=== block 1 ===
Figure 1. Clock wires, drivers and flops (block 1).
Bar = 20 µm.
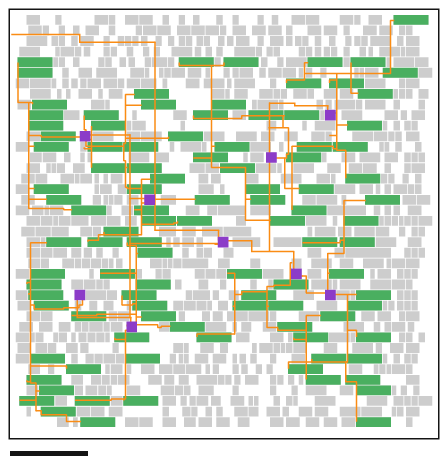

`src/rtl/pipe_ctrl_pkg.sv`:
```
// Shared types for the front-end hazard/flush sequencer.
package pipe_ctrl_pkg;

  localparam int XLEN_DEF = 64;

  typedef enum logic [1:0] {
    ST_RUN        = 2'd0,
    ST_STALL      = 2'd1,
    ST_REDIRECT   = 2'd2,
    ST_TRAP_DRAIN = 2'd3
  } ctrl_state_t;

  typedef struct packed {
    logic enable;
    logic flush;
  } stage_ctrl_t;

endpackage

```
`src/rtl/sat_counter.sv`:
```
// Saturating up-counter with increment enable.
module sat_counter #(
  parameter int WIDTH = 32
) (
  input  logic             clk,
  input  logic             rst,
  input  logic             inc,
  output logic [WIDTH-1:0] count
);

  always_ff @(posedge clk or negedge rst) begin
    if (!rst) begin
      count <= '0;
    end else if (inc && (count != '1)) begin
      count <= count + {{(WIDTH-1){1'b0}}, 1'b1};
    end
  end

endmodule

```
`src/rtl/pipeline_ctrl.sv`:
```
// Hazard and flush sequencer: drives PC and stage-register enable/flush controls.
//   state         | meaning
//   RUN           | normal issue; load-use and fetch bubbles handled in place
//   STALL         | back end busy, whole front end frozen
//   REDIRECT      | one cycle after a PC redirect, kills wrong-path fetch
//   TRAP_DRAIN    | draining back end before issuing the trap vector
module pipeline_ctrl
  import pipe_ctrl_pkg::*;
#(
  parameter int DRAIN_CYCLES = 3,
  parameter int XLEN         = XLEN_DEF
) (
  input  logic            clk,
  input  logic            rst,
  input  logic            load_use_hazard,
  input  logic            ex_busy,
  input  logic            mem_busy,
  input  logic            fetch_ready,
  input  logic            redirect_valid,
  input  logic [XLEN-1:0] redirect_pc,
  input  logic            trap_valid,
  input  logic [XLEN-1:0] trap_vec,
  output logic            pc_enable,
  output logic            pc_redirect_valid,
  output logic [XLEN-1:0] pc_redirect_target,
  output logic            fd_enable,
  output logic            fd_flush,
  output logic            de_enable,
  output logic            de_flush,
  output logic [1:0]      ctrl_state,
  output logic [31:0]     stall_cycles
);

  ctrl_state_t     state, state_nxt;
  logic [3:0]      drain_cnt, drain_nxt;
  logic [XLEN-1:0] vec_q, vec_nxt;
  stage_ctrl_t     fd_c, de_c;
  logic            stall_inc;

  always_ff @(posedge clk or negedge rst) begin
    if (!rst) begin
      state     <= ST_RUN;
      drain_cnt <= '0;
      vec_q     <= '0;
    end else begin
      state     <= state_nxt;
      drain_cnt <= drain_nxt;
      vec_q     <= vec_nxt;
    end
  end

  always_comb begin
    state_nxt          = state;
    drain_nxt          = drain_cnt;
    vec_nxt            = vec_q;
    pc_enable          = 1'b1;
    pc_redirect_valid  = 1'b0;
    pc_redirect_target = '0;
    fd_c               = '{enable: 1'b1, flush: 1'b0};
    de_c               = '{enable: 1'b1, flush: 1'b0};

    if (state == ST_TRAP_DRAIN) begin
      fd_c      = '{enable: 1'b0, flush: 1'b1};
      de_c      = '{enable: 1'b0, flush: 1'b1};
      pc_enable = 1'b0;
      if (drain_cnt == 4'd0) begin
        pc_redirect_valid  = 1'b1;
        pc_redirect_target = vec_q;
        pc_enable          = 1'b1;
        state_nxt          = ST_REDIRECT;
      end else begin
        drain_nxt = drain_cnt - 4'd1;
      end
    end else if (trap_valid) begin
      vec_nxt   = trap_vec;
      drain_nxt = 4'(DRAIN_CYCLES - 1);
      fd_c      = '{enable: 1'b0, flush: 1'b1};
      de_c      = '{enable: 1'b0, flush: 1'b1};
      pc_enable = 1'b0;
      state_nxt = ST_TRAP_DRAIN;
    end else if (redirect_valid) begin
      pc_redirect_valid  = 1'b1;
      pc_redirect_target = redirect_pc;
      fd_c               = '{enable: 1'b0, flush: 1'b1};
      de_c               = '{enable: 1'b0, flush: 1'b1};
      state_nxt          = ST_REDIRECT;
    end else if (state == ST_REDIRECT) begin
      fd_c      = '{enable: 1'b0, flush: 1'b1};
      state_nxt = ST_RUN;
    end else if (ex_busy || mem_busy) begin
      // RUN and STALL share the same priority ladder; only busy keeps us in STALL
      pc_enable = 1'b0;
      fd_c      = '{enable: 1'b0, flush: 1'b0};
      de_c      = '{enable: 1'b0, flush: 1'b0};
      state_nxt = ST_STALL;
    end else if (load_use_hazard) begin
      pc_enable = 1'b0;
      fd_c      = '{enable: 1'b0, flush: 1'b0};
      de_c      = '{enable: 1'b0, flush: 1'b1};
      state_nxt = ST_RUN;
    end else if (!fetch_ready) begin
      pc_enable = 1'b0;
      fd_c      = '{enable: 1'b0, flush: 1'b1};
      state_nxt = ST_RUN;
    end else begin
      state_nxt = ST_RUN;
    end

    if (!rst) begin
      pc_enable          = 1'b0;
      pc_redirect_valid  = 1'b0;
      pc_redirect_target = '0;
      fd_c               = '{enable: 1'b0, flush: 1'b1};
      de_c               = '{enable: 1'b0, flush: 1'b1};
    end
  end

  assign fd_enable  = fd_c.enable;
  assign fd_flush   = fd_c.flush;
  assign de_enable  = de_c.enable;
  assign de_flush   = de_c.flush;
  assign ctrl_state = state;

  assign stall_inc = !pc_enable && ((state == ST_RUN) || (state == ST_STALL));

  sat_counter #(.WIDTH(32)) u_stall_cnt (
    .clk   (clk),
    .rst   (rst),
    .inc   (stall_inc),
    .count (stall_cycles)
  );

endmodule

```
`config.mk`:
```
export PLATFORM = sky130hd
export DESIGN_NAME = pipeline_ctrl
export DESIGN_NICKNAME = d
export VERILOG_FILES = /design/src/rtl/pipe_ctrl_pkg.sv /design/src/rtl/sat_counter.sv /design/src/rtl/pipeline_ctrl.sv
export SDC_FILE = /design/constraint.sdc
export NUM_CORES = 1
export LEC_CHECK = 0
export CAP_MARGIN = 20
export CORE_UTILIZATION = 48
export CTS_BUF_LIST = sky130_fd_sc_hd__clkbuf_4
export DETAILED_ROUTE_END_ITERATION = 7
export GPL_ROUTABILITY_DRIVEN = 0
export PLACE_DENSITY_LB_ADDON = 0.05
export SLEW_MARGIN = 20
export SYNTH_ARGS = -nofsm -noshare
export SYNTH_HDL_FRONTEND = slang
export SYNTH_HIERARCHICAL = 1
export SYNTH_SLANG_ARGS = --single-unit
```
`constraint.sdc`:
```
create_clock -name clk -period 3.6 [get_ports clk]
set_input_delay 1.08 -clock clk [delete_from_list [all_inputs] [get_ports clk]]
set_output_delay 1.08 -clock clk [all_outputs]
set_load 0.02 [all_outputs]
```
=== block 2 ===
### src/rtl/div_bcd_conv.sv
// Converts an 8-bit divider quotient/remainder pair to 3-digit BCD using double-dabble.
// One step per clock: capture, 8 steps, then a one-cycle done. Optional macro: DIV_BCD_OVERRUN_EN.
module div_bcd_conv (
  input  logic        clk,
  input  logic        rst,
  input  logic        ready,
  input  logic [7:0]  QUOTN,
  input  logic [7:0]  REMDR,
`ifdef DIV_BCD_OVERRUN_EN
  output logic        overrun,
`endif
  output logic        busy,
  output logic        done,
  output logic [11:0] q_bcd,
  output logic [11:0] r_bcd
);

  typedef enum logic [1:0] {IDLE, CONV, DONE} state_e;

  state_e      state_q, state_d;
  logic [2:0]  cnt_q, cnt_d;
  logic [7:0]  q_work_q, q_work_d, r_work_q, r_work_d;
  logic [11:0] q_acc_q, q_acc_d, r_acc_q, r_acc_d;
  logic [11:0] q_bcd_q, q_bcd_d, r_bcd_q, r_bcd_d;
  logic        done_q, done_d;
  logic        ready_d_q;
  logic        start;
  logic [11:0] q_step, r_step;
`ifdef DIV_BCD_OVERRUN_EN
  logic        overrun_q, overrun_d;
`endif

  // One double-dabble step: add 3 to every digit >= 5, then shift in the next binary bit.
  function automatic logic [11:0] dd_step(input logic [11:0] acc, input logic msb);
    logic [11:0] adj;
    adj = acc;
    for (int i = 0; i < 3; i++) begin
      if (adj[4*i +: 4] >= 4'd5) adj[4*i +: 4] = adj[4*i +: 4] + 4'd3;
    end
    adj = {adj[10:0], msb};
    return adj;
  endfunction

  assign start  = ready & ~ready_d_q;
  assign q_step = dd_step(q_acc_q, q_work_q[7]);
  assign r_step = dd_step(r_acc_q, r_work_q[7]);

  always_comb begin
    // NOTE: every output of this block gets a default first so no path can infer a latch.
    state_d  = state_q;
    cnt_d    = cnt_q;
    q_work_d = q_work_q;
    r_work_d = r_work_q;
    q_acc_d  = q_acc_q;
    r_acc_d  = r_acc_q;
    q_bcd_d  = q_bcd_q;
    r_bcd_d  = r_bcd_q;
    done_d   = 1'b0;
`ifdef DIV_BCD_OVERRUN_EN
    overrun_d = overrun_q;
`endif
    case (state_q)
      IDLE, DONE: begin
        if (start) begin
          q_work_d = QUOTN;
          r_work_d = REMDR;
          q_acc_d  = 12'h000;
          r_acc_d  = 12'h000;
          cnt_d    = 3'd0;
          state_d  = CONV;
        end else begin
          state_d  = IDLE;
        end
      end
      CONV: begin
        q_acc_d  = q_step;
        r_acc_d  = r_step;
        q_work_d = {q_work_q[6:0], 1'b0};
        r_work_d = {r_work_q[6:0], 1'b0};
        cnt_d    = cnt_q + 3'd1;
        if (cnt_q == 3'd7) begin
          q_bcd_d = q_step;
          r_bcd_d = r_step;
          done_d  = 1'b1;
          state_d = DONE;
        end
`ifdef DIV_BCD_OVERRUN_EN
        // A new result arriving mid-conversion is dropped; remember that it happened.
        if (start) overrun_d = 1'b1;
`endif
      end
      default: state_d = IDLE;
    endcase
  end

  // NOTE: sequential state uses non-blocking assignments so all registers update together.
  always_ff @(posedge clk) begin
    if (rst) begin
      state_q   <= IDLE;
      cnt_q     <= 3'd0;
      q_work_q  <= 8'h00;
      r_work_q  <= 8'h00;
      q_acc_q   <= 12'h000;
      r_acc_q   <= 12'h000;
      q_bcd_q   <= 12'h000;
      r_bcd_q   <= 12'h000;
      done_q    <= 1'b0;
      ready_d_q <= 1'b0;
`ifdef DIV_BCD_OVERRUN_EN
      overrun_q <= 1'b0;
`endif
    end else begin
      state_q   <= state_d;
      cnt_q     <= cnt_d;
      q_work_q  <= q_work_d;
      r_work_q  <= r_work_d;
      q_acc_q   <= q_acc_d;
      r_acc_q   <= r_acc_d;
      q_bcd_q   <= q_bcd_d;
      r_bcd_q   <= r_bcd_d;
      done_q    <= done_d;
      ready_d_q <= ready;
`ifdef DIV_BCD_OVERRUN_EN
      overrun_q <= overrun_d;
`endif
    end
  end

  assign busy  = (state_q != IDLE);
  assign done  = done_q;
  assign q_bcd = q_bcd_q;
  assign r_bcd = r_bcd_q;
`ifdef DIV_BCD_OVERRUN_EN
  assign overrun = overrun_q;
`endif

endmodule

### config.mk
export PLATFORM = sky130hd
export DESIGN_NAME = div_bcd_conv
export DESIGN_NICKNAME = d
export VERILOG_FILES = /design/src/rtl/div_bcd_conv.sv
export SDC_FILE = /design/constraint.sdc
export NUM_CORES = 1
export LEC_CHECK = 0
export CAP_MARGIN = 20
export CORE_MARGIN = 1.5
export CORE_UTILIZATION = 57
export CTS_BUF_LIST = sky130_fd_sc_hd__clkbuf_8
export CTS_CLUSTER_SIZE = 20
export DETAILED_ROUTE_END_ITERATION = 16
export PLACE_DENSITY = 0.92
export SYNTH_ARGS = -nofsm -noshare
export SYNTH_HDL_FRONTEND = slang
export SYNTH_SLANG_ARGS = --single-unit
### constraint.sdc
create_clock -name clk -period 1.65 [get_ports clk]
set_input_delay 0.33 -clock clk [delete_from_list [all_inputs] [get_ports clk]]
set_output_delay 0.33 -clock clk [all_outputs]
set_load 0.005 [all_outputs]
=== block 3 ===
File: src/rtl/stick_frame_ctrl.sv
// Stick acquisition frame sequencer: sync edge -> pre-delay -> tx pulse -> ACQ_LEN sample strobes -> done.
// o_busy rises on the third clock edge that samples i_sync high; no backpressure, edges seen mid-frame are dropped and flagged.
module stick_frame_ctrl #(
   parameter int DELAY_CYC  = 16,
   parameter int PULSE_CYC  = 20,
   parameter int ACQ_LEN    = 1024,
   parameter int SAMPLE_DIV = 4,
   parameter int IDX_W      = 10
) (
   input  logic             sys_clk,
   input  logic             rst,
   input  logic             i_sync,
   output logic             o_busy,
   output logic             o_tx_pulse,
   output logic             o_sample_strb,
   output logic [IDX_W-1:0] o_sample_idx,
   output logic             o_frame_done,
   output logic [15:0]      o_frame_cnt,
   output logic             o_sync_miss
);

   localparam int CNT_MAX = (DELAY_CYC > PULSE_CYC) ? DELAY_CYC : PULSE_CYC;
   localparam int CNT_W   = $clog2(CNT_MAX + 1);
   localparam int DIV_W   = $clog2(SAMPLE_DIV + 1);

   typedef enum logic [2:0] {
      S_IDLE,
      S_DELAY,
      S_PULSE,
      S_ACQ,
      S_DONE
   } state_t;

   state_t           r_state;
   state_t           w_state_nxt;
   logic             r_sync1;
   logic             r_sync2;
   logic             r_sync3;
   logic [CNT_W-1:0] r_cnt;
   logic [DIV_W-1:0] r_div;
   logic [IDX_W-1:0] r_idx;
   logic [15:0]      r_frame_cnt;
   logic             w_rise;
   logic             w_cnt_zero;
   logic             w_div_last;
   logic             w_idx_last;
   logic             w_strb;

   // r_sync1/r_sync2 resolve metastability; r_sync3 is the previous value for edge detection
   always_ff @(posedge sys_clk) begin
      if (rst) begin
         r_sync1 <= 1'b0;
         r_sync2 <= 1'b0;
         r_sync3 <= 1'b0;
      end else begin
         r_sync1 <= i_sync;
         r_sync2 <= r_sync1;
         r_sync3 <= r_sync2;
      end
   end

   assign w_rise     = r_sync2 & ~r_sync3;
   assign w_cnt_zero = (r_cnt == '0);
   assign w_div_last = (r_div == DIV_W'(SAMPLE_DIV - 1));
   assign w_idx_last = (r_idx == IDX_W'(ACQ_LEN - 1));

   always_ff @(posedge sys_clk) begin
      if (rst) begin
         r_state <= S_IDLE;
      end else begin
         r_state <= w_state_nxt;
      end
   end

   always_comb begin
      w_state_nxt = r_state;
      case (r_state)
         S_IDLE:  if (w_rise)                   w_state_nxt = S_DELAY;
         S_DELAY: if (w_cnt_zero)               w_state_nxt = S_PULSE;
         S_PULSE: if (w_cnt_zero)               w_state_nxt = S_ACQ;
         S_ACQ:   if (w_div_last && w_idx_last) w_state_nxt = S_DONE;
         S_DONE:                                w_state_nxt = S_IDLE;
         default:                               w_state_nxt = S_IDLE;
      endcase
   end

   // r_cnt counts down the remaining cycles of DELAY/PULSE; it is loaded on entry to each phase
   always_ff @(posedge sys_clk) begin
      if (rst) begin
         r_cnt       <= '0;
         r_div       <= '0;
         r_idx       <= '0;
         r_frame_cnt <= '0;
      end else begin
         case (r_state)
            S_IDLE: begin
               if (w_rise) begin
                  r_cnt <= CNT_W'(DELAY_CYC - 1);
               end
            end
            S_DELAY: begin
               if (w_cnt_zero) begin
                  r_cnt <= CNT_W'(PULSE_CYC - 1);
               end else begin
                  r_cnt <= r_cnt - 1'b1;
               end
            end
            S_PULSE: begin
               r_div <= '0;
               r_idx <= '0;
               if (!w_cnt_zero) begin
                  r_cnt <= r_cnt - 1'b1;
               end
            end
            S_ACQ: begin
               if (w_div_last) begin
                  r_div <= '0;
                  // count lands on the DONE cycle itself, alongside o_frame_done
                  if (w_idx_last) begin
                     r_frame_cnt <= r_frame_cnt + 16'd1;
                  end else begin
                     r_idx <= r_idx + 1'b1;
                  end
               end else begin
                  r_div <= r_div + 1'b1;
               end
            end
            default: begin
            end
         endcase
      end
   end

   assign w_strb        = (r_state == S_ACQ) && (r_div == '0);
   assign o_busy        = (r_state == S_DELAY) || (r_state == S_PULSE) || (r_state == S_ACQ);
   assign o_tx_pulse    = (r_state == S_PULSE);
   assign o_sample_strb = w_strb;
   assign o_sample_idx  = w_strb ? r_idx : '0;
   assign o_frame_done  = (r_state == S_DONE);
   assign o_frame_cnt   = r_frame_cnt;
   assign o_sync_miss   = w_rise && (r_state != S_IDLE);

endmodule

File: config.mk
export PLATFORM = sky130hd
export DESIGN_NAME = stick_frame_ctrl
export DESIGN_NICKNAME = d
export VERILOG_FILES = /design/src/rtl/stick_frame_ctrl.sv
export SDC_FILE = /design/constraint.sdc
export NUM_CORES = 1
export LEC_CHECK = 0
export ABC_CLOCK_PERIOD_IN_PS = 4000
export CAP_MARGIN = 15
export CORE_UTILIZATION = 30
export DETAILED_ROUTE_END_ITERATION = 8
export GPL_ROUTABILITY_DRIVEN = 0
export SETUP_SLACK_MARGIN = 0.5
export SLEW_MARGIN = 20
export SYNTH_ARGS = -nofsm -noshare
export SYNTH_HDL_FRONTEND = slang
export SYNTH_SLANG_ARGS = --single-unit
File: constraint.sdc
create_clock -name sys_clk -period 4 [get_ports sys_clk]
set_clock_uncertainty 0.1 [all_clocks]
set_input_delay 0.8 -clock sys_clk [delete_from_list [all_inputs] [get_ports sys_clk]]
set_output_delay 0.8 -clock sys_clk [all_outputs]
set_load 0.01 [all_outputs]
=== block 4 ===
### config.mk
export PLATFORM = sky130hd
export DESIGN_NAME = axi4l_led_pwm_flat
export DESIGN_NICKNAME = d
export VERILOG_FILES = /design/src/rtl/axi4l_led_pwm_if.sv /design/src/rtl/axi4l_led_pwm.sv /design/src/flat_wrapper.sv
export SDC_FILE = /design/constraint.sdc
export NUM_CORES = 1
export LEC_CHECK = 0
export ABC_AREA = 1
export CAP_MARGIN = 40
export CORE_MARGIN = 2
export CORE_UTILIZATION = 53
export CTS_BUF_LIST = sky130_fd_sc_hd__clkbuf_2 sky130_fd_sc_hd__clkbuf_4 sky130_fd_sc_hd__clkbuf_8
export DETAILED_ROUTE_END_ITERATION = 8
export GPL_ROUTABILITY_DRIVEN = 1
export MAX_ROUTING_LAYER = met4
export PLACE_DENSITY = 0.84
export SYNTH_ARGS = -nofsm -noshare
export SYNTH_HDL_FRONTEND = slang
export SYNTH_SLANG_ARGS = --single-unit
export TNS_END_PERCENT = 20
### constraint.sdc
create_clock -name aclk -period 1.8 [get_ports aclk]
set_input_delay 0.36 -clock aclk [delete_from_list [all_inputs] [get_ports aclk]]
set_output_delay 0.36 -clock aclk [all_outputs]
set_load 0.03 [all_outputs]
### src/rtl/axi4l_led_pwm_if.sv
`timescale 1ns/1ps
`default_nettype none
// +----------------------------------------------------------------------+
// | axi4l_pkg / axi4l_if : AXI4-Lite types and slave/master bundle        |
// | Rev 1.0                                                               |
// +----------------------------------------------------------------------+
package axi4l_pkg;
  typedef logic [31:0] addr_t;
  typedef logic [31:0] data_t;
  typedef logic [3:0]  strb_t;
  typedef logic [1:0]  resp_t;
  localparam resp_t RESP_OKAY   = 2'b00;
  localparam resp_t RESP_SLVERR = 2'b10;
endpackage

interface axi4l_if (
  input logic aclk,
  input logic aresetn
);
  import axi4l_pkg::*;

  addr_t awaddr;
  logic  awvalid;
  logic  awready;
  data_t wdata;
  strb_t wstrb;
  logic  wvalid;
  logic  wready;
  resp_t bresp;
  logic  bvalid;
  logic  bready;
  addr_t araddr;
  logic  arvalid;
  logic  arready;
  data_t rdata;
  resp_t rresp;
  logic  rvalid;
  logic  rready;

  modport master (
    input  aclk, aresetn,
    output awaddr, awvalid, input awready,
    output wdata, wstrb, wvalid, input wready,
    input  bresp, bvalid, output bready,
    output araddr, arvalid, input arready,
    input  rdata, rresp, rvalid, output rready
  );

  modport slave (
    input  aclk, aresetn,
    input  awaddr, awvalid, output awready,
    input  wdata, wstrb, wvalid, output wready,
    output bresp, bvalid, input bready,
    input  araddr, arvalid, output arready,
    output rdata, rresp, rvalid, input rready
  );
endinterface
`default_nettype wire

### src/rtl/axi4l_led_pwm.sv
`timescale 1ns/1ps
`default_nettype none
// +----------------------------------------------------------------------+
// | axi4l_led_pwm : N-channel LED PWM with AXI4-Lite register access      |
// | Rev 1.0                                                               |
// +----------------------------------------------------------------------+
module axi4l_led_pwm #(
  parameter int N   = 4,
  parameter int PW  = 8,
  parameter int PSW = 16
) (
  axi4l_if.slave       axi,
  output logic [N-1:0] led
);
  import axi4l_pkg::*;

  localparam logic [9:0] W_ENABLE   = 10'd0;
  localparam logic [9:0] W_PRESCALE = 10'd1;
  localparam logic [9:0] W_COUNT    = 10'd2;
  localparam logic [9:0] W_DUTY0    = 10'd4;

  logic clk;
  logic rst_n;
  assign clk   = axi.aclk;
  assign rst_n = axi.aresetn;

  logic           aw_held, w_held, bvalid_q, rvalid_q;
  logic [9:0]     aw_word_q;
  data_t          w_data_q, rdata_q;
  strb_t          w_strb_q;
  resp_t          bresp_q, rresp_q;
  logic [N-1:0]   enable_q;
  logic [PSW-1:0] prescale_q, pcnt_q;
  logic [PW-1:0]  count_q;
  logic [PW-1:0]  duty_q [N];

  logic       aw_fire, w_fire, ar_fire, do_write, tick;
  logic [9:0] wr_word, rd_word;
  data_t      wr_data, byte_mask, rd_data;
  strb_t      wr_strb;
  logic       wr_enable, wr_prescale, wr_err, rd_err;
  logic [N-1:0] wr_duty;

  // Ready outputs are held low during reset so every output reads 0.
  assign axi.awready = rst_n && !aw_held && !bvalid_q;
  assign axi.wready  = rst_n && !w_held && !bvalid_q;
  assign axi.arready = rst_n && (!rvalid_q || axi.rready);
  assign axi.bvalid  = bvalid_q;
  assign axi.bresp   = bresp_q;
  assign axi.rvalid  = rvalid_q;
  assign axi.rdata   = rdata_q;
  assign axi.rresp   = rresp_q;

  assign aw_fire  = axi.awvalid && axi.awready;
  assign w_fire   = axi.wvalid && axi.wready;
  assign ar_fire  = axi.arvalid && axi.arready;
  assign do_write = (aw_held || aw_fire) && (w_held || w_fire);
  assign wr_word  = aw_held ? aw_word_q : axi.awaddr[11:2];
  assign wr_data  = w_held ? w_data_q : axi.wdata;
  assign wr_strb  = w_held ? w_strb_q : axi.wstrb;
  assign rd_word  = axi.araddr[11:2];
  assign byte_mask = {{8{wr_strb[3]}}, {8{wr_strb[2]}}, {8{wr_strb[1]}}, {8{wr_strb[0]}}};

  assign wr_enable   = do_write && (wr_word == W_ENABLE);
  assign wr_prescale = do_write && (wr_word == W_PRESCALE);
  assign wr_err      = !(wr_enable || wr_prescale || (|wr_duty));
  assign tick        = (pcnt_q == prescale_q);

  always_comb begin
    wr_duty = '0;
    for (int i = 0; i < N; i++) begin
      wr_duty[i] = do_write && (wr_word == W_DUTY0 + 10'(i));
    end
  end

  always_comb begin
    rd_data = '0;
    rd_err  = 1'b0;
    if (rd_word == W_ENABLE) begin
      rd_data[N-1:0] = enable_q;
    end else if (rd_word == W_PRESCALE) begin
      rd_data[PSW-1:0] = prescale_q;
    end else if (rd_word == W_COUNT) begin
      rd_data[PW-1:0] = count_q;
    end else begin
      rd_err = 1'b1;
      for (int i = 0; i < N; i++) begin
        if (rd_word == W_DUTY0 + 10'(i)) begin
          rd_data[PW-1:0] = duty_q[i];
          rd_err          = 1'b0;
        end
      end
    end
  end

  // Write channel: AW and W park independently until their partner arrives.
  always_ff @(posedge clk or negedge rst_n) begin
    if (!rst_n) begin
      aw_held   <= 1'b0;
      aw_word_q <= '0;
      w_held    <= 1'b0;
      w_data_q  <= '0;
      w_strb_q  <= '0;
      bvalid_q  <= 1'b0;
      bresp_q   <= RESP_OKAY;
    end else if (do_write) begin
      aw_held  <= 1'b0;
      w_held   <= 1'b0;
      bvalid_q <= 1'b1;
      bresp_q  <= wr_err ? RESP_SLVERR : RESP_OKAY;
    end else begin
      if (aw_fire) begin
        aw_held   <= 1'b1;
        aw_word_q <= axi.awaddr[11:2];
      end
      if (w_fire) begin
        w_held   <= 1'b1;
        w_data_q <= axi.wdata;
        w_strb_q <= axi.wstrb;
      end
      if (bvalid_q && axi.bready) begin
        bvalid_q <= 1'b0;
      end
    end
  end

  always_ff @(posedge clk or negedge rst_n) begin
    if (!rst_n) begin
      rvalid_q <= 1'b0;
      rdata_q  <= '0;
      rresp_q  <= RESP_OKAY;
    end else if (ar_fire) begin
      rvalid_q <= 1'b1;
      rdata_q  <= rd_data;
      rresp_q  <= rd_err ? RESP_SLVERR : RESP_OKAY;
    end else if (axi.rready) begin
      rvalid_q <= 1'b0;
    end
  end

  always_ff @(posedge clk or negedge rst_n) begin
    if (!rst_n) begin
      enable_q   <= '0;
      prescale_q <= '0;
      pcnt_q     <= '0;
      count_q    <= '0;
    end else begin
      if (wr_enable) begin
        enable_q <= (enable_q & ~byte_mask[N-1:0]) | (wr_data[N-1:0] & byte_mask[N-1:0]);
      end
      if (wr_prescale) begin
        prescale_q <= (prescale_q & ~byte_mask[PSW-1:0]) | (wr_data[PSW-1:0] & byte_mask[PSW-1:0]);
      end
      if (wr_prescale || tick) begin
        pcnt_q <= '0;
      end else begin
        pcnt_q <= pcnt_q + 1'b1;
      end
      if (tick) begin
        count_q <= count_q + 1'b1;
      end
    end
  end

  always_ff @(posedge clk or negedge rst_n) begin
    if (!rst_n) begin
      for (int i = 0; i < N; i++) duty_q[i] <= '0;
    end else begin
      for (int i = 0; i < N; i++) begin
        if (wr_duty[i]) begin
          duty_q[i] <= (duty_q[i] & ~byte_mask[PW-1:0]) | (wr_data[PW-1:0] & byte_mask[PW-1:0]);
        end
      end
    end
  end

  always_ff @(posedge clk or negedge rst_n) begin
    if (!rst_n) begin
      led <= '0;
    end else begin
      for (int i = 0; i < N; i++) led[i] <= enable_q[i] && (count_q < duty_q[i]);
    end
  end

  logic unused_bits;
  assign unused_bits = ^{axi.awaddr, axi.araddr, wr_data, byte_mask};
endmodule
`default_nettype wire

### src/flat_wrapper.sv
// flat-port wrapper written by rule: the top's interface ports become plain ports
module axi4l_led_pwm_flat import axi4l_pkg::*;
#(
  parameter int N   = 4,
  parameter int PW  = 8,
  parameter int PSW = 16
)
  (led, aclk, aresetn, axi_awaddr, axi_awvalid, axi_awready, axi_wdata, axi_wstrb, axi_wvalid, axi_wready, axi_bresp, axi_bvalid, axi_bready, axi_araddr, axi_arvalid, axi_arready, axi_rdata, axi_rresp, axi_rvalid, axi_rready);
  axi4l_if axi_i (.aclk(aclk), .aresetn(aresetn));
  output logic [N-1:0] led;
  input wire logic aclk;
  input wire logic aresetn;
  input wire logic [$bits(axi_i.awaddr)-1:0] axi_awaddr;
  input wire logic [$bits(axi_i.awvalid)-1:0] axi_awvalid;
  output wire logic [$bits(axi_i.awready)-1:0] axi_awready;
  input wire logic [$bits(axi_i.wdata)-1:0] axi_wdata;
  input wire logic [$bits(axi_i.wstrb)-1:0] axi_wstrb;
  input wire logic [$bits(axi_i.wvalid)-1:0] axi_wvalid;
  output wire logic [$bits(axi_i.wready)-1:0] axi_wready;
  output wire logic [$bits(axi_i.bresp)-1:0] axi_bresp;
  output wire logic [$bits(axi_i.bvalid)-1:0] axi_bvalid;
  input wire logic [$bits(axi_i.bready)-1:0] axi_bready;
  input wire logic [$bits(axi_i.araddr)-1:0] axi_araddr;
  input wire logic [$bits(axi_i.arvalid)-1:0] axi_arvalid;
  output wire logic [$bits(axi_i.arready)-1:0] axi_arready;
  output wire logic [$bits(axi_i.rdata)-1:0] axi_rdata;
  output wire logic [$bits(axi_i.rresp)-1:0] axi_rresp;
  output wire logic [$bits(axi_i.rvalid)-1:0] axi_rvalid;
  input wire logic [$bits(axi_i.rready)-1:0] axi_rready;
  assign axi_i.awaddr = axi_awaddr;
  assign axi_i.awvalid = axi_awvalid;
  assign axi_awready = axi_i.awready;
  assign axi_i.wdata = axi_wdata;
  assign axi_i.wstrb = axi_wstrb;
  assign axi_i.wvalid = axi_wvalid;
  assign axi_wready = axi_i.wready;
  assign axi_bresp = axi_i.bresp;
  assign axi_bvalid = axi_i.bvalid;
  assign axi_i.bready = axi_bready;
  assign axi_i.araddr = axi_araddr;
  assign axi_i.arvalid = axi_arvalid;
  assign axi_arready = axi_i.arready;
  assign axi_rdata = axi_i.rdata;
  assign axi_rresp = axi_i.rresp;
  assign axi_rvalid = axi_i.rvalid;
  assign axi_i.rready = axi_rready;
  axi4l_led_pwm #(.N(N), .PW(PW), .PSW(PSW)) u_core (.axi(axi_i), .led(led));
endmodule

## Gallery

Gate families picked out.
(a)
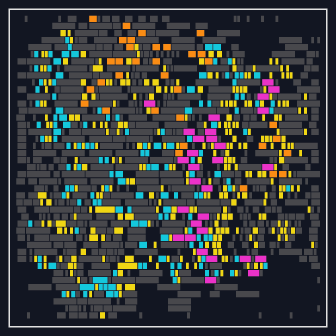
(b)
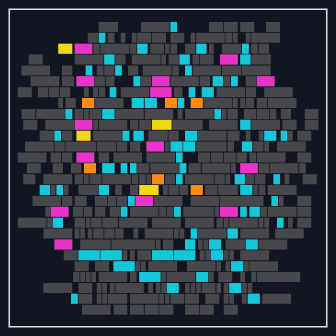
(c)
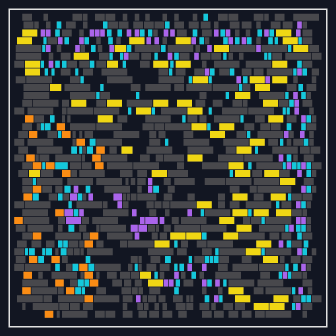
(d)
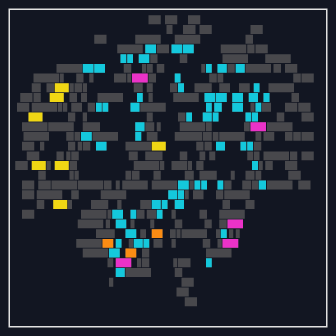
| picture | from |
|---|---|
| (b) | block 2 |
| (c) | block 1 |
| (a) | block 4 |
| (d) | block 3 |
- fewest cells: (d)
- most cells: (a)

Key to (b):
family	colour	cells
multiplexers	yellow	4
XOR/XNOR gates	orange	6
inverting AOI/OAI gates	cyan	71
adder and majority cells	magenta	14

Figure 2. Placement by cell class (block 1).
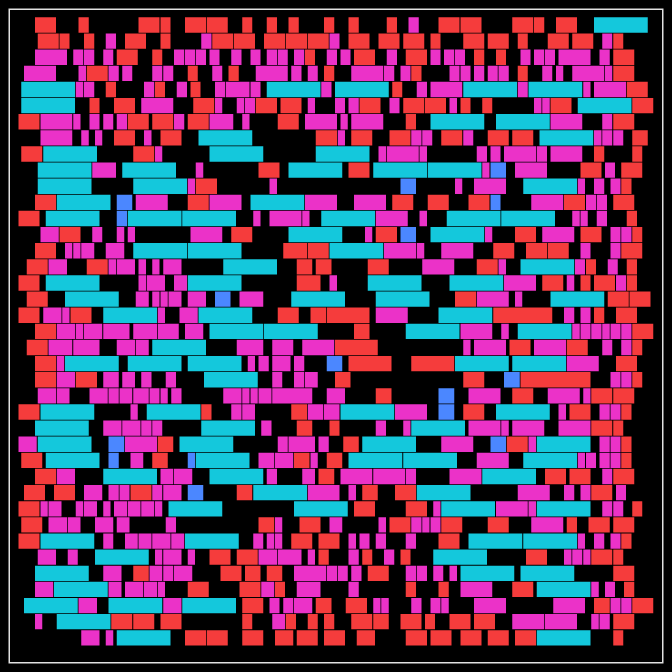
class	colour	cells	share of their area
all other logic	magenta	405	36%
flip-flops	cyan	102	33%
clock drivers and dummy loads	blue	16	1.4%
other buffers and delay cells	red	267	30%
sequential cell area share: 31.8%
final instance area: 8020 µm²
row count: 39
Final Util: 70.6%
Core Region: 11,400 µm²

Notes on Figure 1 above:
[cells driving clock nets] purple | count: 9
[flip-flops] green | count: 102
[clock wires] orange | length: 1,190 µm
routed clock nets	10

==> flow_metrics.env, block 1 <==
# source this file to load flow results
export IMPL_status="completed"
export IMPL_setup_slack_ns=0.0582
export IMPL_p_comb_mw=2.41
export IMPL_async_flop_share_pct=100
export IMPL_logic_area_um2=2800
export IMPL_ff_latch_area_um2=2550
export IMPL_globalRouteMet1Util_pct=31.5
export IMPL_crit_start="mem_busy"
export IMPL_grt_pass1_vias=4987
export IMPL_n_all_buffers=267
export IMPL_hold_ws_ns=0.415
export IMPL_drc=0
export IMPL_seq_power_share_pct=38.8
export IMPL_endpoint="de_enable"
export IMPL_dp_cells=911
export IMPL_drive_gt1_share_pct=24.2
export IMPL_fillCellCount=957
export IMPL_ir_drop_mv=0.381
export IMPL_grt_max_degree=56
export IMPL_comb_power_share_pct=50.5
export IMPL_layout_top_cell="clkdlybuf4s50_1"
export IMPL_antenna_left=0
export IMPL_topCellsByArea="dfrtp_1 (46%), mux2_4 (16%), nand3_1 (6.6%), a21oi_1 (6.3%), nand2_1 (5.0%)"
export IMPL_syn_area_per_cell_um2=10.2
export IMPL_hpwlAfterDp_mm=11.9
export IMPL_largestClassByArea="combinational gates"
export IMPL_warning_count=26
export IMPL_largest_register="vec_q"
export IMPL_n_tap_cell=143
export IMPL_finalSetupViolCount=0
export IMPL_cts_sink_count=102
export IMPL_powerSeq_mw=1.85
export IMPL_path_buffers=2
export IMPL_routed_via_density=5.46
export IMPL_pin_count=240
export IMPL_cts_tree="built"
export IMPL_synthMuxAreaShare_pct=17.3
export IMPL_grt_pass1_wl_mm=24.7
export IMPL_cts_made_buffers=9
export IMPL_cellPowerDensity_nw_per_um2=594
export IMPL_swShare_pct=38.1
export IMPL_finalNonFillerCells=934
export IMPL_dpl_worst_slack_ns=-0.429
export IMPL_ys_types=43
export IMPL_power_switching_mw=1.82
export IMPL_cp_slowest_cell="clkdlybuf4s50_1"
export IMPL_endpoint_kind="output pin"
export IMPL_p_clk_share_pct=10.8
export IMPL_report_power_total_mw=4.77
export IMPL_post_cts_setup_buffer_count=4
export IMPL_finalNetCount=923
export IMPL_yosysWarningCount=6
export IMPL_synth_simple_area_share_pct=18.7
export IMPL_tightest_slew_ns=0.559
export IMPL_clk_pin_slew_ns=0.14
export IMPL_wl_met2_mm=8.55
export IMPL_cp_cell_sequence="clkdlybuf4s50_1 > or3_1 > mux2_2 > nor2_1 > buf_2"
export IMPL_slowest_delay_ns=0.43
export IMPL_wl_met3_mm=1.08
export IMPL_crit_family="buffers and inverters"
export IMPL_synth_adder_area_share_pct=0.447
export IMPL_initCoreUtil_pct=49.2
export IMPL_cts_buffer_depth=2
export IMPL_areaGrowthSynthToFinish_pct=43.4
export IMPL_synth_top_area_share_pct=45.6
export IMPL_cap_viol_max_count=0
export IMPL_largest_reg_flops=64
export IMPL_worstPathMaxFanout=2
export IMPL_clk_share_pct=1.36
export IMPL_die_area_um2=12100
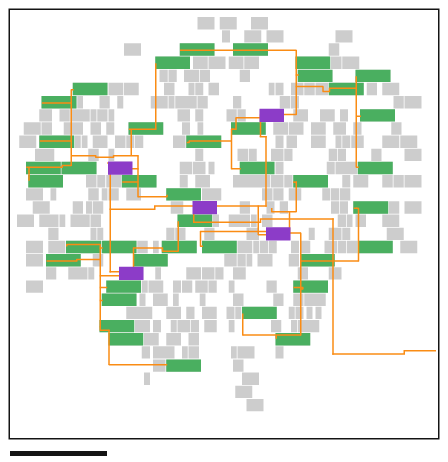
Figure 3: block 3, clock wires, drivers and flops.
Bar = 20 µm.
[cells driving clock nets] purple | count: 5
[flip-flops] green | count: 40
[clock wires] orange | length: 572 µm
routed clock nets	6
clk pwr: 0.255 mW
clk latency of the worst-skew pair: 0.29 ns
Clock Power Share: 29.9%

==> flow_metrics.env, block 3 <==
# source this file to load flow results
export IMPL_status="completed"
export IMPL_cts_buffer_depth=2
export IMPL_synth_top_area_share_pct=35.8
export IMPL_layout_top_cell="dfxtp_1"
export IMPL_yosys_cell_count_top_type="dfxtp_1"
export IMPL_wl_mm=5.27
export IMPL_cp_slowest_cell="dfxtp_1"
export IMPL_portBuffers=33
export IMPL_r2r_start="r_idx[0]"
export IMPL_fillCellCount=765
export IMPL_flops=40
export IMPL_tns_ns=0
export IMPL_dpl_worst_slack_ns=0.991
export IMPL_crit_start="r_state[1]"
export IMPL_sh_comb_area_pct=47.9
export IMPL_seq_share_pct=29.6
export IMPL_largest_reg_flops=16
export IMPL_wl_met2_mm=2.39
export IMPL_r2r_end="o_frame_cnt[5]"
export IMPL_final_area_um2=2710
export IMPL_warning_count=27
export IMPL_powerSeq_mw=0.436
export IMPL_topCellsByArea="dfxtp_1 (36%), a21oi_1 (4.0%), and2_1 (3.6%), mux2_2 (3.5%), nor2_1 (3.2%)"
export IMPL_finish_utilization_pct=37.3
export IMPL_ys_ff=40
export IMPL_comb_cells=199
export IMPL_p_int_mw=0.605
export IMPL_tightest_slew_ns=0.746
export IMPL_seq_power_share_pct=51.3
export IMPL_cts_sink_count=40
export IMPL_post_cts_setup_buffer_count=0
export IMPL_critPathKind="reg -> out"
export IMPL_ir_drop_mv=0.221
export IMPL_synth_cell_area_um2=2240
export IMPL_cp_depth=5
export IMPL_routed_via_density=5.28
export IMPL_antenna_left=0
export IMPL_die_area_um2=7820
export IMPL_syn_area_per_cell_um2=8.26
export IMPL_r2r_worst_path_cells=5
export IMPL_top_cells_by_count="dfxtp_1 (40), nor2_1 (19), a21oi_1 (18)"
export IMPL_finalSetupViolCount=0
export IMPL_holdBufCountCts=0
export IMPL_grtUsageMet3_pct=3.36
export IMPL_finalNonFillerCells=395
export IMPL_n_clock_buffer=6
export IMPL_ys_types=47
export IMPL_finalNetCount=304
export IMPL_slowest_delay_ns=0.61
export IMPL_die_w_um=88.4
export IMPL_endpoint="o_sample_idx[9]"
export IMPL_grt_pass1_vias=1902
export IMPL_slew_headroom_pct=50.1
export IMPL_flop_cell="dfxtp_1"
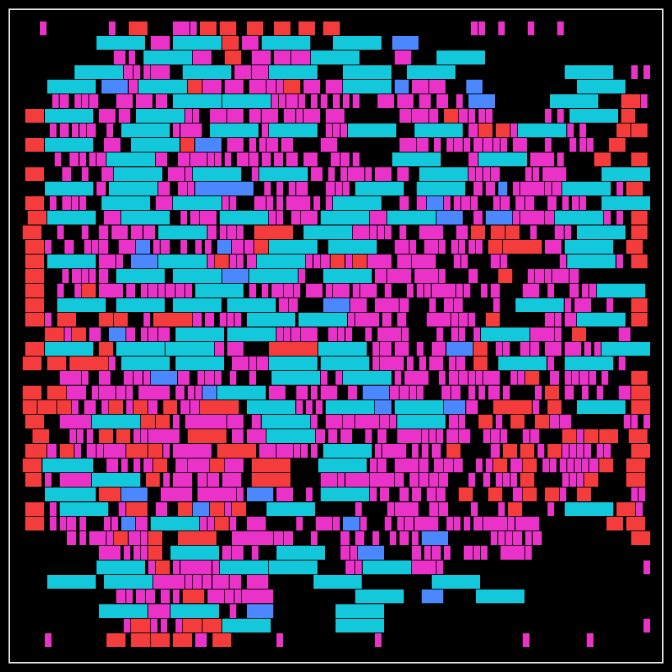
Figure 4: block 4, placement by cell class.
class	colour	cells	share of their area
other buffers and delay cells	red	155	16%
clock drivers and dummy loads	blue	32	4.2%
all other logic	magenta	734	44%
flip-flops	cyan	130	36%

==> flow_metrics.env, block 4 <==
# source this file to load flow results
export IMPL_hold_violations=0
export IMPL_ff_latch_area_um2=3260
export IMPL_n_clock_buffer=17
export IMPL_cts_sink_count=130
export IMPL_syn_area_per_cell_um2=8.31
export IMPL_powerSeq_mw=3.87
export IMPL_violations="setup timing"
export IMPL_grt_use_met2_pct=42.1
export IMPL_period_used_pct=105
export IMPL_synth_top_area_share_pct=44.3
export IMPL_holdBufCountCts=1
export IMPL_whs_endpoint="u_core.axi.bvalid"
export IMPL_status="finished, violations left"
export IMPL_hp_start="axi_bready"
export IMPL_finalSetupViolCount=28
export IMPL_crit_family="simple AND/OR/NAND/NOR gates"
export IMPL_ys_sh_xor_pct=4.05
export IMPL_path_buffers=3
export IMPL_setup_slack_ns=-0.0981
export IMPL_cts_buffer_depth=2
export IMPL_seq_power_share_pct=39.2
export IMPL_tns_ns=-0.800
Figure 5. The clock network (block 2).
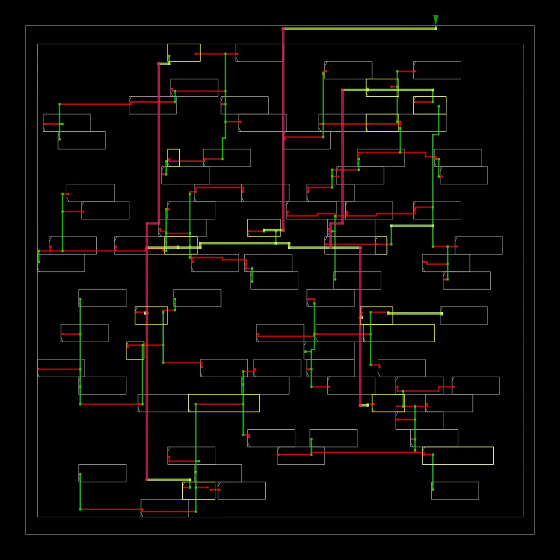
clk latency of the worst-skew pair: 0.36 ns
clkbuf count: 10
Post-Route Skew: 0.00741 ns
seq_cells: 71
clk pwr: 1.71 mW

==> flow_metrics.env, block 2 <==
# source this file to load flow results
export IMPL_comb_power_share_pct=8.9
export IMPL_p_clk_share_pct=44.4
export IMPL_reg2reg_setup_slack_ns=0.11
export IMPL_slowest_delay_ns=0.35
export IMPL_cts_resized=4
export IMPL_cts_tree="built"
export IMPL_design_core_area_um2=5540
export IMPL_globalRouteMet1Util_pct=33.2
export IMPL_hold_path_class="reg -> reg"
export IMPL_status="completed"
export IMPL_finish_utilization_pct=72.9
export IMPL_cp_slowest_cell="dfxtp_2"
export IMPL_initCoreUtil_pct=59.5
export IMPL_period_used_pct=96.5
export IMPL_final_area_um2=4040
export IMPL_mostFrequentLayoutCells="dfxtp_1 (66), clkdlybuf4s50_1 (42), nand2_1 (36), nor2_1 (35), a21oi_1 (17)"
export IMPL_yosys_area_um2=3300
export IMPL_slew_headroom_pct=56.1
export IMPL_diodes=0
export IMPL_p_comb_mw=0.341
export IMPL_grt_pass1_vias=2789
export IMPL_cts_sink_count=71
export IMPL_min_path_cells=2
export IMPL_yosys_cell_count_top_type="dfxtp_1"
export IMPL_n_all_buffers=58
export IMPL_hp_start="r_bcd[0]"
export IMPL_async_flop_share_pct=0
export IMPL_p_int_mw=2.95
export IMPL_clock_fmax_mhz=628
export IMPL_wl_met1_mm=3.35
export IMPL_warning_count=32
export IMPL_grtUsageMet3_pct=5.06
export IMPL_required_ns=1.32
export IMPL_period_minus_slack_ns=1.59
export IMPL_detailed_place_area_um2=3750
export IMPL_synthMuxAreaShare_pct=1.21
export IMPL_comb_cells=250
export IMPL_wl_met3_um=451
export IMPL_setup_slack_ns=0.0578
export IMPL_dp_cells=467
export IMPL_r2r_worst_path_cells=6
export IMPL_tns_ns=0
export IMPL_grt_use_met2_pct=42.9
export IMPL_fp_nets=392
export IMPL_clk_share_pct=6.07
export IMPL_hold_violations=0
export IMPL_antenna_left=0
export IMPL_clk_pin_slew_ns=0.07
export IMPL_num_vias=2832
export IMPL_holdBufCountCts=0
export IMPL_grt_max_degree=61
export IMPL_routed_via_density=5.86
export IMPL_endpoint="busy"
export IMPL_wl_met2_mm=3.74
export IMPL_logic_area_um2=1650
export IMPL_die_area_um2=6250
export IMPL_rows=27
export IMPL_synthTopLogicFamily="simple AND/OR/NAND/NOR gates"
export IMPL_edf_count=0
export IMPL_ys_types=40
export IMPL_top_cells_by_count="dfxtp_1 (71), nand2_1 (36), nor2_1 (36), a21oi_1 (19), inv_1 (16)"
export IMPL_wl_mm=7.75
export IMPL_synth_cell_area_um2=3300
export IMPL_cap_viol_max_count=0
export IMPL_seq_power_share_pct=46.8
export IMPL_finalWeightedCongestion=0.817
export IMPL_cp_depth=2
export IMPL_layout_top_cell="dfxtp_1"


## Gallery

Sequential cells grouped by signal name.
Plate I
Other sequential cells in the stronger grey, the rest of the logic in the fainter grey.
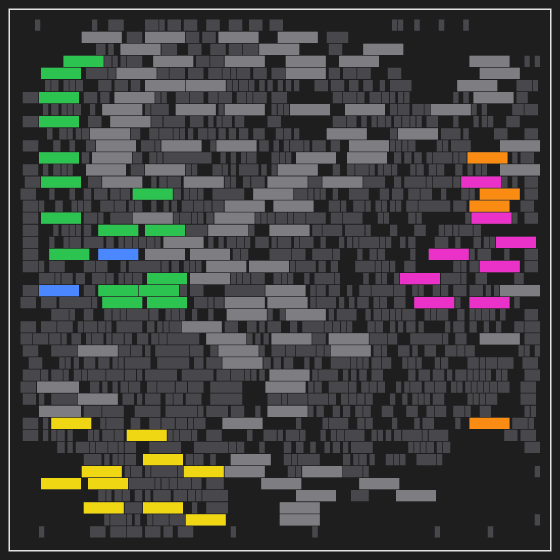
Plate II
Other cells in grey.
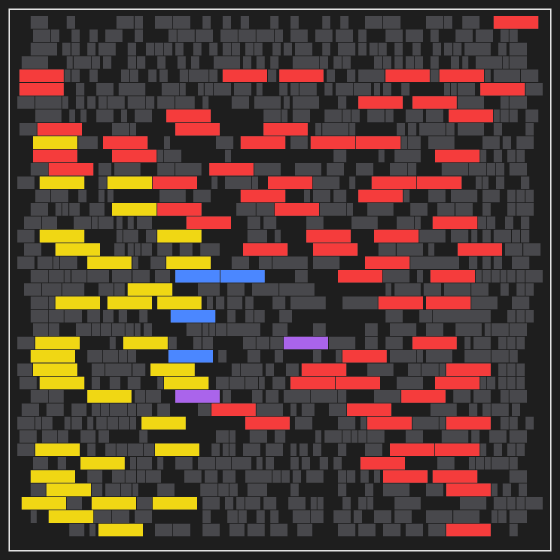
Plate III
Other sequential cells in the stronger grey, the rest of the logic in the fainter grey.
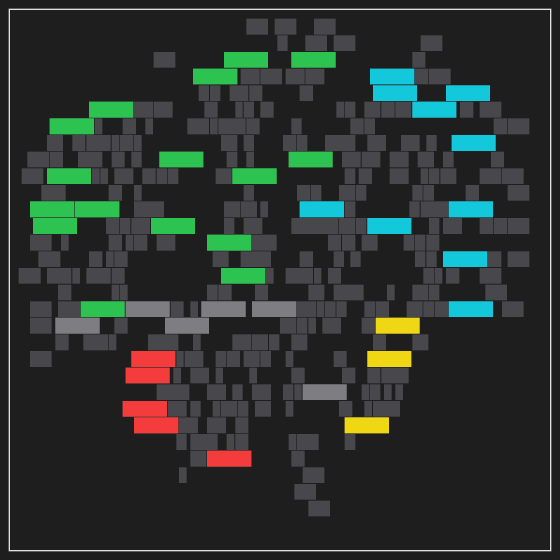
Plate IV
Other sequential cells in the stronger grey, the rest of the logic in the fainter grey.
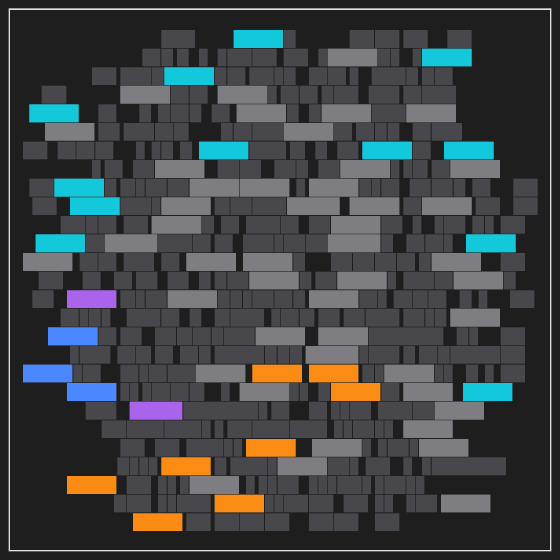
- fewest cells: Plate III
- block 3 = Plate III
- block 2 = Plate IV
- block 4 = Plate I
- block 1 = Plate II


==> gallery <==
The clock network.
shot_01.png
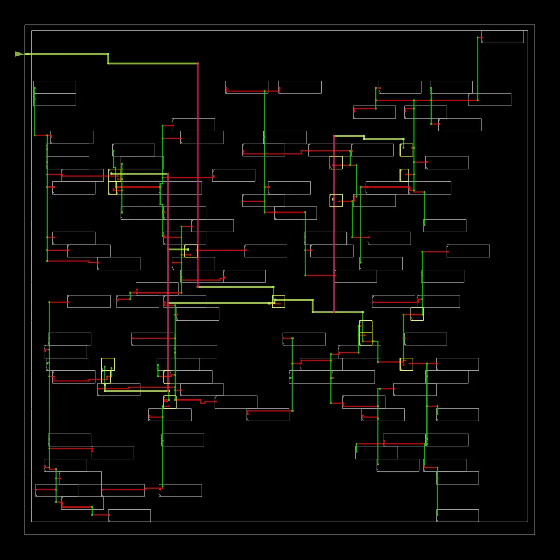
shot_02.png
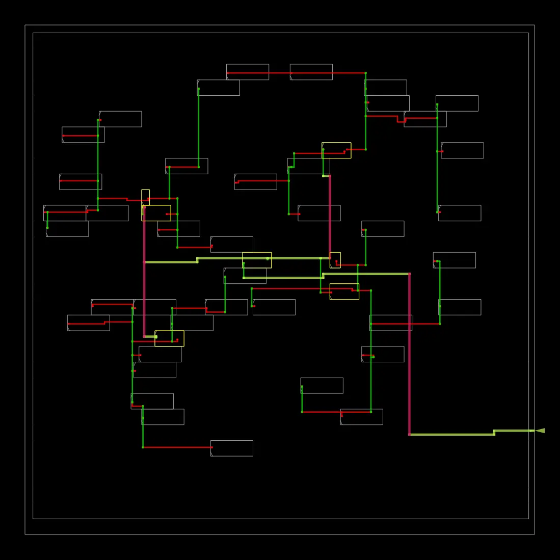
shot_03.png
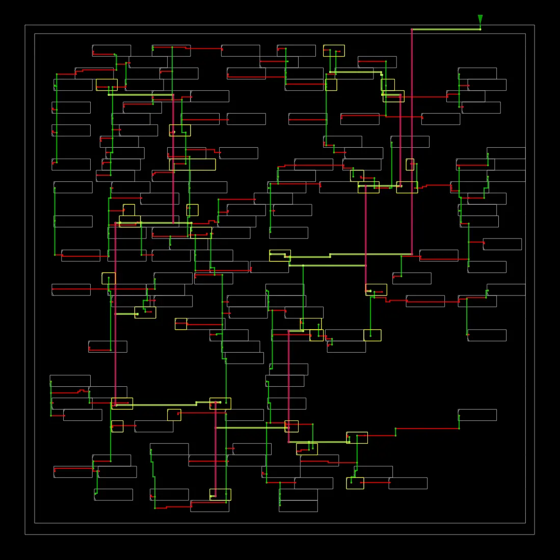
shot_01.png comes from block 1.
shot_02.png comes from block 3.
shot_03.png comes from block 4.
The one with the fewest clock buffers is shot_02.png.
The one with the most sequential cells is shot_03.png.

Power is estimated from default activity; no workload was simulated.
